# ---- logen_iq_div ----
logen_iq_div/pins.png
Scale: 4 px per µm. Pins as bars across the die edge, other pins in grey.
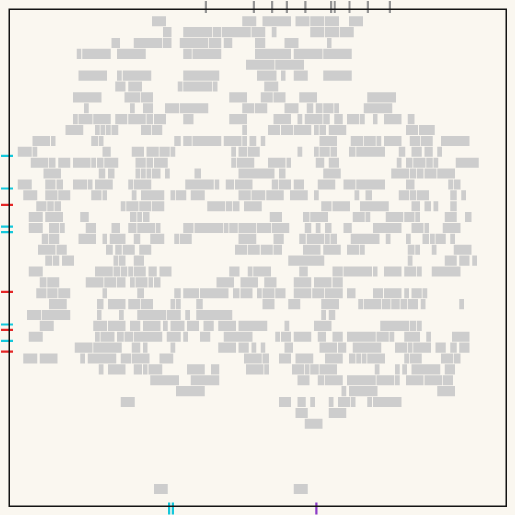

==> src/rtl/logen_pkg.sv <==
// Shared types and default sizing for the quadrature LO divider.
package logen_pkg;

    typedef enum logic {
        LO_50 = 1'b0,
        LO_25 = 1'b1
    } lo_mode_t;

    localparam int DEF_W_DIV       = 8;
    localparam int DEF_W_TRIM      = 4;
    localparam int DEF_SYNC_STAGES = 2;
    localparam int MIN_RATIO       = 2;

endpackage

==> src/rtl/ref_edge_sync.sv <==
// Brings the asynchronous REF into the CKV domain and flags its rising edges.
module ref_edge_sync #(
    parameter int SYNC_STAGES = 2
) (
    input  logic ckv,
    input  logic rst,
    input  logic ref_in,
    output logic rise
);
    localparam int FW = SYNC_STAGES + 1;

    logic [SYNC_STAGES-1:0] sync_q;
    logic                   ref_dly;
    logic [FW-1:0]          fill_q;
    logic                   armed;

    // fill_q tracks which stages hold real post-reset samples, so a REF that was
    // already high across reset is not mistaken for a fresh rising edge.
    always_ff @(posedge ckv) begin
        if (rst) begin
            sync_q  <= '0;
            ref_dly <= 1'b0;
            fill_q  <= '0;
        end else begin
            sync_q  <= (sync_q << 1) | SYNC_STAGES'(ref_in);
            ref_dly <= sync_q[SYNC_STAGES-1];
            fill_q  <= (fill_q << 1) | FW'(1'b1);
        end
    end

    assign armed = fill_q[SYNC_STAGES];
    assign rise  = armed && sync_q[SYNC_STAGES-1] && !ref_dly;

endmodule

==> src/rtl/logen_iq_div.sv <==
// I/Q LO generator: programmable divide-by-N with 50 % / 25 % quadrature decode
// and a REF-timed snapshot of the LO phase.
module logen_iq_div
    import logen_pkg::*;
#(
    parameter int W_DIV       = DEF_W_DIV,
    parameter int W_TRIM      = DEF_W_TRIM,
    parameter int SYNC_STAGES = DEF_SYNC_STAGES
) (
    input  logic              CKV,
    input  logic              RST,
    input  logic              EN,
    input  logic              SYNC,
    input  logic [W_DIV-1:0]  DIV_RATIO,
    input  logic              MODE,
    input  logic [W_TRIM-1:0] PH_TRIM,
    input  logic              REF,
    output logic              LO_I,
    output logic              LO_Q,
    output logic [1:0]        LO_STATE,
    output logic              LO_STATE_VLD
);
    localparam int WX = ((W_DIV > W_TRIM) ? W_DIV : W_TRIM) + 2;
    localparam logic [W_DIV-1:0] NR_MIN = W_DIV'(MIN_RATIO);

    logic [W_DIV-1:0] cnt;
    logic [W_DIV-1:0] nr;
    logic [W_DIV-1:0] ofs;
    lo_mode_t         mode_q;
    logic             load_pend;

    logic [W_DIV-1:0] nr_in;
    logic [W_DIV-1:0] ofs_in;
    logic [WX-1:0]    nr_x;
    logic [WX-1:0]    ofs_sum;
    logic [WX-1:0]    ofs_adj;
    logic [W_DIV-1:0] half;
    logic [W_DIV-1:0] quarter;
    logic [W_DIV-1:0] cq;
    logic             lo_i_nxt;
    logic             lo_q_nxt;
    logic             wrap;
    logic             load;
    logic             restart;
    logic             ref_rise;
    logic             unused_ofs_msbs;

    // Shadow candidates: clamped ratio and the Q offset reduced into 0..Nr-1.
    // A single correction suffices because the trim magnitude stays below Nr.
    always_comb begin
        nr_in   = (DIV_RATIO < NR_MIN) ? NR_MIN : DIV_RATIO;
        nr_x    = WX'(nr_in);
        ofs_sum = WX'(nr_in >> 2) + {{(WX-W_TRIM){PH_TRIM[W_TRIM-1]}}, PH_TRIM};
        if (ofs_sum[WX-1]) begin
            ofs_adj = ofs_sum + nr_x;
        end else if (ofs_sum >= nr_x) begin
            ofs_adj = ofs_sum - nr_x;
        end else begin
            ofs_adj = ofs_sum;
        end
        ofs_in = ofs_adj[W_DIV-1:0];
    end

    assign unused_ofs_msbs = ^ofs_adj[WX-1:W_DIV];

    always_comb begin
        half    = nr >> 1;
        quarter = nr >> 2;
        cq      = (cnt >= ofs) ? (cnt - ofs) : (cnt + (nr - ofs));
        if (mode_q == LO_25) begin
            lo_i_nxt = (cnt >= half) && (cnt < half + quarter);
            lo_q_nxt = (cq >= half) && (cq < half + quarter);
        end else begin
            lo_i_nxt = (cnt >= half);
            lo_q_nxt = (cq >= half);
        end
        wrap    = EN && (cnt == nr - W_DIV'(1));
        load    = load_pend || SYNC || wrap;
        restart = !EN || SYNC || load_pend || wrap;
    end

    // The first post-reset cycle behaves like a phase-align: the shadow set
    // loads and the period starts cleanly from cnt = 0.
    always_ff @(posedge CKV) begin
        if (RST) begin
            cnt       <= '0;
            nr        <= NR_MIN;
            ofs       <= '0;
            mode_q    <= LO_50;
            load_pend <= 1'b1;
            LO_I      <= 1'b0;
            LO_Q      <= 1'b0;
        end else begin
            load_pend <= 1'b0;
            if (load) begin
                nr     <= nr_in;
                ofs    <= ofs_in;
                mode_q <= lo_mode_t'(MODE);
            end
            cnt  <= restart ? '0 : cnt + W_DIV'(1);
            LO_I <= EN && lo_i_nxt;
            LO_Q <= EN && lo_q_nxt;
        end
    end

    ref_edge_sync #(
        .SYNC_STAGES(SYNC_STAGES)
    ) u_ref_sync (
        .ckv    (CKV),
        .rst    (RST),
        .ref_in (REF),
        .rise   (ref_rise)
    );

    always_ff @(posedge CKV) begin
        if (RST) begin
            LO_STATE     <= 2'b00;
            LO_STATE_VLD <= 1'b0;
        end else begin
            LO_STATE_VLD <= ref_rise;
            if (ref_rise) begin
                LO_STATE <= {LO_I, LO_Q};
            end
        end
    end

endmodule

==> config.mk <==
export PLATFORM = sky130hd
export DESIGN_NAME = logen_iq_div
export DESIGN_NICKNAME = d
export VERILOG_FILES = /design/src/rtl/logen_pkg.sv /design/src/rtl/ref_edge_sync.sv /design/src/rtl/logen_iq_div.sv
export SDC_FILE = /design/constraint.sdc
export NUM_CORES = 1
export LEC_CHECK = 0
export CAP_MARGIN = 10
export CORE_UTILIZATION = 30
export DETAILED_ROUTE_END_ITERATION = 6
export PLACE_DENSITY = 0.49
export SLEW_MARGIN = 20
export SYNTH_ARGS = -nofsm -noshare
export SYNTH_HDL_FRONTEND = slang
export SYNTH_HIERARCHICAL = 1
export SYNTH_SLANG_ARGS = --single-unit
==> constraint.sdc <==
create_clock -name CKV -period 5.2 [get_ports CKV]
set_input_delay 1.04 -clock CKV [delete_from_list [all_inputs] [get_ports CKV]]
set_output_delay 1.04 -clock CKV [all_outputs]
set_load 0.03 [all_outputs]
# ---- sram_bus_sampler ----
**config.mk**
```make
export PLATFORM = sky130hd
export DESIGN_NAME = sram_bus_sampler
export DESIGN_NICKNAME = d
export VERILOG_FILES = /design/src/rtl/sram_sampler_pkg.sv /design/src/rtl/sampler_fifo.sv /design/src/rtl/sram_bus_sampler.sv
export SDC_FILE = /design/constraint.sdc
export NUM_CORES = 1
export LEC_CHECK = 0
export CORE_MARGIN = 3
export CORE_UTILIZATION = 31
export DETAILED_ROUTE_END_ITERATION = 12
export DONT_BUFFER_PORTS = 1
export GPL_TIMING_DRIVEN = 0
export PLACE_DENSITY_LB_ADDON = 0.15
export SLEW_MARGIN = 20
export SYNTH_ARGS = -nofsm -noshare
export SYNTH_HDL_FRONTEND = slang
export SYNTH_SLANG_ARGS = --single-unit
```
**constraint.sdc**
```tcl
create_clock -name clk -period 4.95 [get_ports clk]
set_input_delay 1.2375 -clock clk [delete_from_list [all_inputs] [get_ports clk]]
set_output_delay 1.2375 -clock clk [all_outputs]
set_load 0.01 [all_outputs]
```
**src/rtl/sram_sampler_pkg.sv**
```systemverilog
// Shared types and helpers for the SRAM bus sampler: FSM encoding, record kinds, record width.
package sram_sampler_pkg;

  typedef enum logic [2:0] {
    ST_IDLE      = 3'd0,
    ST_RD_SETTLE = 3'd1,
    ST_RD_HOLD   = 3'd2,
    ST_WR_SETTLE = 3'd3,
    ST_WR_ACTIVE = 3'd4
  } state_e;

  localparam logic KIND_READ  = 1'b0;
  localparam logic KIND_WRITE = 1'b1;
  localparam int   OVF_W      = 16;

  // Record layout, MSB first: {kind, addr, data, ts}
  function automatic int rec_width(input int addr_w, input int data_w, input int ts_w);
    return 1 + addr_w + data_w + ts_w;
  endfunction

endpackage

```
**src/rtl/sampler_fifo.sv**
```systemverilog
// Synchronous show-ahead record FIFO; a push while full is taken only if a pop frees a slot that cycle.
module sampler_fifo #(
  parameter int WIDTH = 40,
  parameter int DEPTH = 16
) (
  input  logic             clk,
  input  logic             reset_n,
  input  logic             push,
  input  logic [WIDTH-1:0] push_data,
  input  logic             pop,
  output logic [WIDTH-1:0] head,
  output logic             full,
  output logic             empty
);

  localparam int AW = $clog2(DEPTH);

  logic [WIDTH-1:0] mem_r [DEPTH];
  logic [AW:0]      wr_ptr_r;
  logic [AW:0]      rd_ptr_r;
  logic             pop_s;
  logic             push_s;

  assign empty  = (wr_ptr_r == rd_ptr_r);
  assign full   = (wr_ptr_r[AW] != rd_ptr_r[AW]) && (wr_ptr_r[AW-1:0] == rd_ptr_r[AW-1:0]);
  assign pop_s  = pop && !empty;
  assign push_s = push && (!full || pop_s);
  // Head reads as zero while empty so the record outputs show a clean value after reset
  assign head   = empty ? '0 : mem_r[rd_ptr_r[AW-1:0]];

  // Pointer update
  always_ff @(posedge clk) begin
    if (!reset_n) begin
      wr_ptr_r <= '0;
      rd_ptr_r <= '0;
    end else begin
      if (push_s) wr_ptr_r <= wr_ptr_r + {{AW{1'b0}}, 1'b1};
      if (pop_s)  rd_ptr_r <= rd_ptr_r + {{AW{1'b0}}, 1'b1};
    end
  end

  // Storage write
  always_ff @(posedge clk) begin
    if (push_s) mem_r[wr_ptr_r[AW-1:0]] <= push_data;
  end

endmodule

```
**src/rtl/sram_bus_sampler.sv**
```systemverilog
// Passive SRAM bus sampler: synchronises the bus, qualifies cycles, queues timestamped records.
// Define SRAM_SAMPLER_WRITE_CAPTURE_EN to also capture write cycles.
module sram_bus_sampler
  import sram_sampler_pkg::*;
#(
  parameter int ADDR_W     = 15,
  parameter int DATA_W     = 8,
  parameter int SETTLE     = 4,
  parameter int FIFO_DEPTH = 16,
  parameter int TS_W       = 16
) (
  input  logic              clk,
  input  logic              reset_n,
  input  logic              bus_e_n,
  input  logic              bus_o_n,
  input  logic              bus_w_n,
  input  logic [ADDR_W-1:0] bus_addr,
  input  logic [DATA_W-1:0] bus_data,
  output logic              rec_valid,
  input  logic              rec_ready,
  output logic              rec_kind,
  output logic [ADDR_W-1:0] rec_addr,
  output logic [DATA_W-1:0] rec_data,
  output logic [TS_W-1:0]   rec_ts,
  output logic [OVF_W-1:0]  overflow_cnt,
  output logic              act_toggle
);

  localparam int         REC_W       = rec_width(ADDR_W, DATA_W, TS_W);
  localparam logic [3:0] SETTLE_LAST = 4'(SETTLE - 1);
  localparam logic       SETTLE_ONE  = (SETTLE == 1);

  logic [1:0]        e_sync_r, o_sync_r;
  logic [ADDR_W-1:0] addr_meta_r, addr_sync_r, addr_r;
  logic [DATA_W-1:0] data_meta_r, data_sync_r;
  logic [TS_W-1:0]   ts_r;
  state_e            state_r;
  logic [3:0]        cnt_r;
  logic              rd_cond_s, rd_start_s, rd_push_s, push_s, pop_s, drop_s;
  logic              fifo_full_s, fifo_empty_s;
  logic [REC_W-1:0]  push_rec_s, head_s;
  logic [OVF_W-1:0]  ovf_r;
  logic              tog_r;

  // Two-flop synchronisers; strobes idle high
  always_ff @(posedge clk) begin
    if (!reset_n) begin
      e_sync_r    <= 2'b11;
      o_sync_r    <= 2'b11;
      addr_meta_r <= '0;
      addr_sync_r <= '0;
      data_meta_r <= '0;
      data_sync_r <= '0;
    end else begin
      e_sync_r    <= {e_sync_r[0], bus_e_n};
      o_sync_r    <= {o_sync_r[0], bus_o_n};
      addr_meta_r <= bus_addr;
      addr_sync_r <= addr_meta_r;
      data_meta_r <= bus_data;
      data_sync_r <= data_meta_r;
    end
  end

  // Free-running timestamp
  always_ff @(posedge clk) begin
    if (!reset_n) ts_r <= '0;
    else          ts_r <= ts_r + TS_W'(1);
  end

  // A read (re)starts from IDLE or on an address change during an ongoing read
  assign rd_start_s = rd_cond_s && ((state_r == ST_IDLE) ||
                      (((state_r == ST_RD_SETTLE) || (state_r == ST_RD_HOLD)) && (addr_sync_r != addr_r)));
  assign rd_push_s  = (rd_start_s && SETTLE_ONE) ||
                      (rd_cond_s && (state_r == ST_RD_SETTLE) && (addr_sync_r == addr_r) && (cnt_r == SETTLE_LAST));

`ifdef SRAM_SAMPLER_WRITE_CAPTURE_EN
  logic [1:0]                   w_sync_r;
  logic                         wr_cond_s, wr_qual_s, wr_push_s;
  logic [ADDR_W+DATA_W+TS_W-1:0] hold_r;

  assign rd_cond_s  = !e_sync_r[1] && !o_sync_r[1] && w_sync_r[1];
  assign wr_cond_s  = !e_sync_r[1] && !w_sync_r[1];
  assign wr_qual_s  = wr_cond_s && (((state_r == ST_IDLE) && SETTLE_ONE) ||
                      ((state_r == ST_WR_SETTLE) && (cnt_r == SETTLE_LAST)));
  assign wr_push_s  = (state_r == ST_WR_ACTIVE) && !wr_cond_s;
  assign push_s     = rd_push_s || wr_push_s;
  assign push_rec_s = wr_push_s ? {KIND_WRITE, hold_r} : {KIND_READ, addr_sync_r, data_sync_r, ts_r};
  assign rec_kind   = head_s[REC_W-1];

  // Write-enable synchroniser and write hold register (tracks the last active write cycle)
  always_ff @(posedge clk) begin
    if (!reset_n) begin
      w_sync_r <= 2'b11;
      hold_r   <= '0;
    end else begin
      w_sync_r <= {w_sync_r[0], bus_w_n};
      if (wr_cond_s) hold_r <= {addr_sync_r, data_sync_r, ts_r};
    end
  end
`else
  logic unused_w_s, unused_kind_s;

  assign unused_w_s    = bus_w_n;
  assign unused_kind_s = head_s[REC_W-1];
  assign rd_cond_s     = !e_sync_r[1] && !o_sync_r[1];
  assign push_s        = rd_push_s;
  assign push_rec_s    = {KIND_READ, addr_sync_r, data_sync_r, ts_r};
  assign rec_kind      = KIND_READ;
`endif

  // Transaction qualification FSM
  always_ff @(posedge clk) begin
    if (!reset_n) begin
      state_r <= ST_IDLE;
      cnt_r   <= 4'd0;
      addr_r  <= '0;
    end else begin
      case (state_r)
        ST_IDLE: begin
`ifdef SRAM_SAMPLER_WRITE_CAPTURE_EN
          if (wr_cond_s) begin
            cnt_r   <= 4'd1;
            state_r <= wr_qual_s ? ST_WR_ACTIVE : ST_WR_SETTLE;
          end else
`endif
          if (rd_start_s) begin
            cnt_r   <= 4'd1;
            addr_r  <= addr_sync_r;
            state_r <= rd_push_s ? ST_RD_HOLD : ST_RD_SETTLE;
          end
        end
        ST_RD_SETTLE, ST_RD_HOLD: begin
          if (!rd_cond_s) begin
            state_r <= ST_IDLE;
          end else if (rd_start_s) begin
            cnt_r   <= 4'd1;
            addr_r  <= addr_sync_r;
            state_r <= rd_push_s ? ST_RD_HOLD : ST_RD_SETTLE;
          end else if (rd_push_s) begin
            state_r <= ST_RD_HOLD;
          end else if (state_r == ST_RD_SETTLE) begin
            cnt_r <= cnt_r + 4'd1;
          end
        end
`ifdef SRAM_SAMPLER_WRITE_CAPTURE_EN
        ST_WR_SETTLE: begin
          if (!wr_cond_s)     state_r <= ST_IDLE;
          else if (wr_qual_s) state_r <= ST_WR_ACTIVE;
          else                cnt_r   <= cnt_r + 4'd1;
        end
        ST_WR_ACTIVE: begin
          if (!wr_cond_s) state_r <= ST_IDLE;
        end
`endif
        default: state_r <= ST_IDLE;
      endcase
    end
  end

  assign pop_s  = rec_valid && rec_ready;
  assign drop_s = push_s && fifo_full_s && !pop_s;

  sampler_fifo #(
    .WIDTH (REC_W),
    .DEPTH (FIFO_DEPTH)
  ) u_fifo (
    .clk       (clk),
    .reset_n   (reset_n),
    .push      (push_s),
    .push_data (push_rec_s),
    .pop       (pop_s),
    .head      (head_s),
    .full      (fifo_full_s),
    .empty     (fifo_empty_s)
  );

  assign rec_valid    = !fifo_empty_s;
  assign rec_addr     = head_s[REC_W-2 -: ADDR_W];
  assign rec_data     = head_s[TS_W +: DATA_W];
  assign rec_ts       = head_s[TS_W-1:0];
  assign overflow_cnt = ovf_r;
  assign act_toggle   = tog_r;

  // Overflow accounting and activity toggle
  always_ff @(posedge clk) begin
    if (!reset_n) begin
      ovf_r <= '0;
      tog_r <= 1'b0;
    end else begin
      if (drop_s && (ovf_r != 16'hFFFF)) ovf_r <= ovf_r + 16'd1;
      if (push_s && !drop_s)             tog_r <= !tog_r;
    end
  end

endmodule

```
# ---- mips_retire_trace ----
[src/rtl/mips_retire_trace.sv]
// Retire-trace FIFO behind the mips core. It captures pc_nxt/result pairs with a
// sequence tag, presents the head entry first-word fall-through, and counts rejected captures.
module mips_retire_trace #(
    parameter int DEPTH = 8,
    parameter int SEQ_W = 16
) (
    input  logic                     clk,
    input  logic                     reset,
    input  logic                     cap_en,
    input  logic [31:0]              pc_nxt,
    input  logic [31:0]              result,
    input  logic                     flush,
    output logic                     out_valid,
    input  logic                     out_ready,
    output logic [31:0]              out_pc,
    output logic [31:0]              out_result,
    output logic [SEQ_W-1:0]         out_seq,
    output logic [$clog2(DEPTH):0]   count,
    output logic                     full,
    output logic                     empty,
    output logic [SEQ_W-1:0]         drop_cnt
);

    localparam int AW = $clog2(DEPTH);
    localparam int CW = AW + 1;

    typedef struct packed {
        logic [31:0]      pc;
        logic [31:0]      res;
        logic [SEQ_W-1:0] seq;
    } entry_t;

    entry_t           mem_q [DEPTH];
    entry_t           entry_d;
    logic [AW-1:0]    wp_q, wp_d, rp_q, rp_d;
    logic [CW-1:0]    occ_q, occ_d;
    logic [SEQ_W-1:0] seq_q, seq_d;
    logic [SEQ_W-1:0] drop_q, drop_d;
    logic             pop, push, drop;

    assign out_valid  = (occ_q != '0);
    assign empty      = (occ_q == '0);
    assign full       = (occ_q == CW'(DEPTH));
    assign count      = occ_q;
    assign drop_cnt   = drop_q;
    assign out_pc     = mem_q[rp_q].pc;
    assign out_result = mem_q[rp_q].res;
    assign out_seq    = mem_q[rp_q].seq;

    always_comb begin
        // A pop frees a slot in the same cycle, so a full FIFO still accepts when drained.
        pop     = out_valid && out_ready && !flush;
        push    = cap_en && !flush && (!full || pop);
        drop    = cap_en && !flush && full && !pop;
        entry_d = '{pc: pc_nxt, res: result, seq: seq_q};
        wp_d    = wp_q;
        rp_d    = rp_q;
        occ_d   = occ_q;
        seq_d   = seq_q + SEQ_W'(cap_en);
        drop_d  = drop_q;
        if (flush) begin
            wp_d  = '0;
            rp_d  = '0;
            occ_d = '0;
        end else begin
            if (push) wp_d = wp_q + AW'(1);
            if (pop)  rp_d = rp_q + AW'(1);
            occ_d = occ_q + CW'(push) - CW'(pop);
        end
        if (drop && drop_q != {SEQ_W{1'b1}}) drop_d = drop_q + SEQ_W'(1);
    end

    always_ff @(posedge clk) begin
        if (reset) begin
            wp_q   <= '0;
            rp_q   <= '0;
            occ_q  <= '0;
            seq_q  <= '0;
            drop_q <= '0;
        end else begin
            wp_q   <= wp_d;
            rp_q   <= rp_d;
            occ_q  <= occ_d;
            seq_q  <= seq_d;
            drop_q <= drop_d;
        end
    end

    always_ff @(posedge clk) begin
        if (push && !reset) mem_q[wp_q] <= entry_d;
    end

endmodule

[config.mk]
export PLATFORM = sky130hd
export DESIGN_NAME = mips_retire_trace
export DESIGN_NICKNAME = d
export VERILOG_FILES = /design/src/rtl/mips_retire_trace.sv
export SDC_FILE = /design/constraint.sdc
export NUM_CORES = 1
export LEC_CHECK = 0
export CORE_MARGIN = 3
export CORE_UTILIZATION = 59
export CTS_CLUSTER_SIZE = 14
export DETAILED_ROUTE_END_ITERATION = 8
export GPL_ROUTABILITY_DRIVEN = 0
export PLACE_DENSITY = 0.8
export SLEW_MARGIN = 20
export SYNTH_ARGS = -nofsm -noshare
export SYNTH_HDL_FRONTEND = slang
export SYNTH_SLANG_ARGS = --single-unit
[constraint.sdc]
create_clock -name clk -period 15.09 [get_ports clk]
set_input_delay 1.509 -clock clk [delete_from_list [all_inputs] [get_ports clk]]
set_output_delay 1.509 -clock clk [all_outputs]
set_load 0.02 [all_outputs]

==> notes/layouts.md <==
Pictures saved along the way, in no particular order.

Sizing map.
image #1
Scale: 4 px per µm.
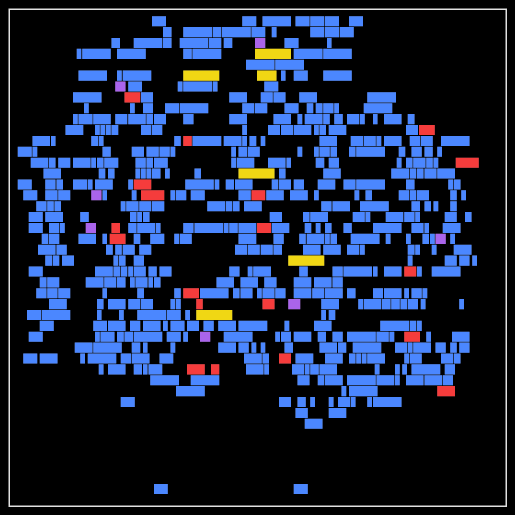
image #2
Scale: 2 px per µm.
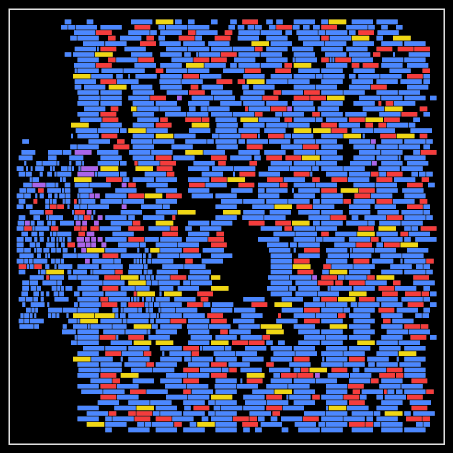
image #3
Scale: 1.5 px per µm.
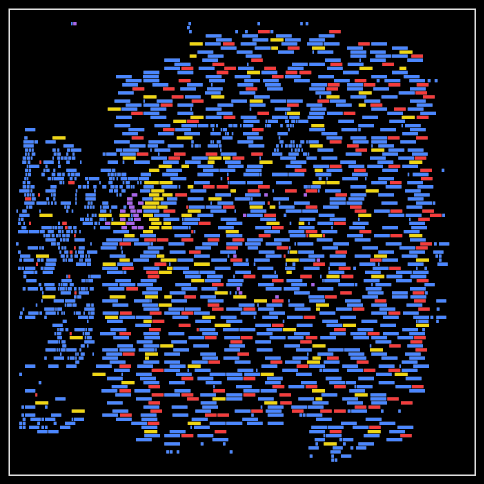
| from | picture |
|---|---|
| sram_bus_sampler | image #3 |
| logen_iq_div | image #1 |
| mips_retire_trace | image #2 |
Of these, fewest cells: image #1
Of these, largest die: image #3

Key to image #3:
[red] drive 2 | cells: 218 | share: 14% | most used: mux4_2
[blue] drive 1 or less | cells: 1,241 | share: 77% | most used: edfxtp_1
[yellow] drive 6 and up | cells: 129 | share: 8.0% | most used: clkbuf_16
[purple] drive 3 to 4 | cells: 26 | share: 1.6%

sram_bus_sampler/port_nets.png
Scale: 1 px per µm.
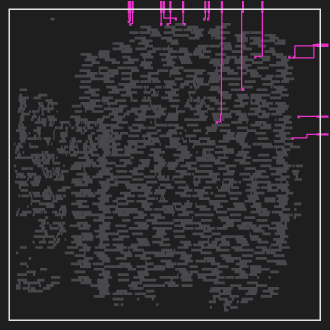
[magenta] rec_ts | bits: 16 | direction: output | edge: 12 north, 4 east | end cells: 16 | buffers: 0 | wire: 496 µm

==> flow_metrics.py, sram_bus_sampler <==
# Synthesis and PnR figures
metrics = {
    "outcome": {
        "status": "completed",
    },
    "finish": {
        "dominant_cells": "sequential cells",
    },
    "global_routing": {
        "grt_overflow": 0,
    },
    "min_path": {
        "worstHoldPathType": "reg -> reg",
        "min_to": "e_sync_r[1]",
    },
    "worst_setup_path": {
        "cp_slowest_cell": "clkbuf_1",
    },
    "route": {
        "highest_layer": "met4",
        "wl_met2_um": 35000,
    },
    "logic_synthesis": {
        "top_area_share_pct": 65.6,
        "yosysMostFrequentCell": "edfxtp_1",
        "ys_top_logic_family": "multiplexers",
    },
    "power_and_ir_drop": {
        "power_leader": "registers",
        "p_clk_share_pct": 46.0,
    },
    "sta": {
        "timing.slew.headroom_pct": 31.8,
        "slew_viol_final": 0,
    },
    "die": {
        "ios": 87,
    },
}
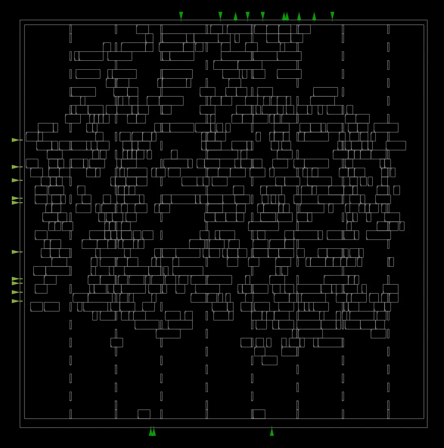
logen_iq_div/final_placement.png
Tap Count: 184
final core utilization: 34.4%

About logen_iq_div/pins.png:
[red] PH_TRIM | pins: 4 | direction: input | edge: west
[cyan] DIV_RATIO | pins: 8 | direction: input | edge: 6 west, 2 south
[purple] EN | pins: 1 | direction: input | edge: south

==> flow_metrics.py, logen_iq_div <==
# Synthesis and PnR figures
metrics = {
    "logic_synthesis": {
        "synth_warnings": 6,
        "async_flop_share_pct": 0,
        "yosys.area_share.simple_pct": 11.4,
        "ys_ff": 37,
        "syn_area_mm2": 0.00445,
        "synthAoiAreaFrac_pct": 20.7,
    },
    "clock_tree": {
        "cts_resized": 0,
        "cts_hold_buf": 0,
        "insertion_delay_ps": 290,
        "cts_setup_buffers": 0,
    },
    "outcome": {
        "status": "completed",
    },
    "finish": {
        "dominant_cells": "logic gates",
        "nMultiInputCombCells": 403,
    },
    "worst_setup_path": {
        "end_kind": "register",
        "crit_path_end": "ofs[3]",
    },
    "power_and_ir_drop": {
        "vdd_drop_max_mv": 0.103,
        "p_sw_w": 0.000640,
    },
    "route": {
        "drt_iter0_drc": 120,
        "vias_per_cell": 4.87,
    },
    "global_routing": {
        "antenna_found_initial": 0,
        "grt_pass1_wl_um": 17300,
    },
    "min_path": {
        "worstHoldPathType": "reg -> reg",
        "min-delay-start": "u_ref_sync/fill_q[0]",
    },
}
mips_retire_trace/port_nets.png
Scale: 1 px per µm.
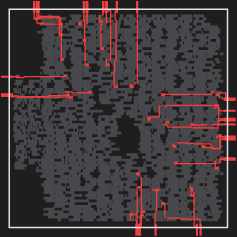
[red] out_result | bits: 32 | direction: output | edge: 11 north, 11 east, 7 south, 3 west | end cells: 32 | buffers: 32 | wire: 1,560 µm

==> flow_metrics.py, mips_retire_trace <==
# Synthesis and PnR figures
metrics = {
    "worst_setup_path": {
        "crit_type": "reg -> out",
    },
    "global_routing": {
        "first_global_vias": 13147,
        "use_met2_pct": 35.8,
    },
    "clock_tree": {
        "insertion_delay_ps": 570,
        "cts.sinks": 685,
    },
    "outcome": {
        "status": "completed",
    },
    "sta": {
        "timing.slew.headroom_pct": 29.1,
        "layout_setup_ws_ps": 9230,
        "finalClockSkew_ps": 17.1,
    },
    "finish": {
        "regArea_mm2": 0.0201,
        "comb_area_share_pct": 18.9,
        "drive_above_1_share_pct": 26.0,
    },
    "flow_run": {
        "warning_count": 27,
    },
    "die": {
        "die_area_mm2": 0.0470,
    },
    "route": {
        "ant_nets": 0,
    },
    "power_and_ir_drop": {
        "p_seq_share_pct": 55.2,
    },
    "min_path": {
        "min-delay-start": "rp_q[1]",
    },
}


## Gallery

Gate-type map.
(a)
Scale: 4 px per µm.
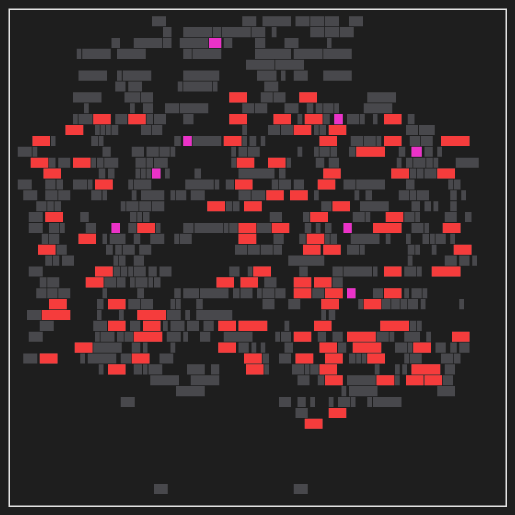
(b)
Scale: 2 px per µm.
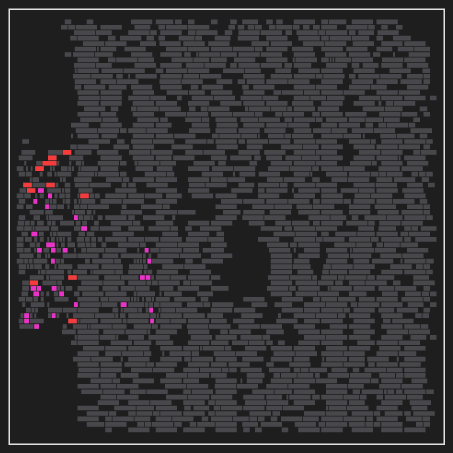
(c)
Scale: 1.5 px per µm.
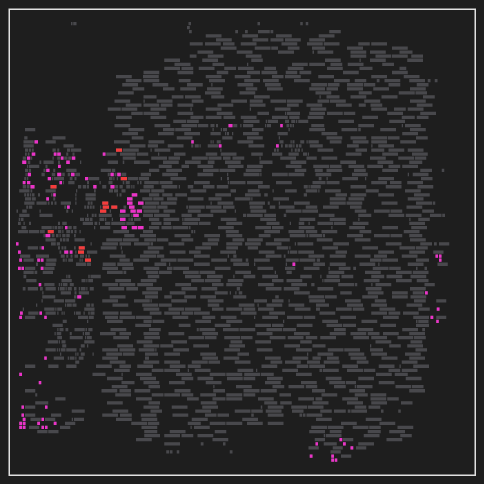
| from | picture |
|---|---|
| sram_bus_sampler | (c) |
| mips_retire_trace | (b) |
| logen_iq_div | (a) |

Key to (a):
[magenta] AND and OR gates | cells: 8
[red] adder and majority cells | cells: 97

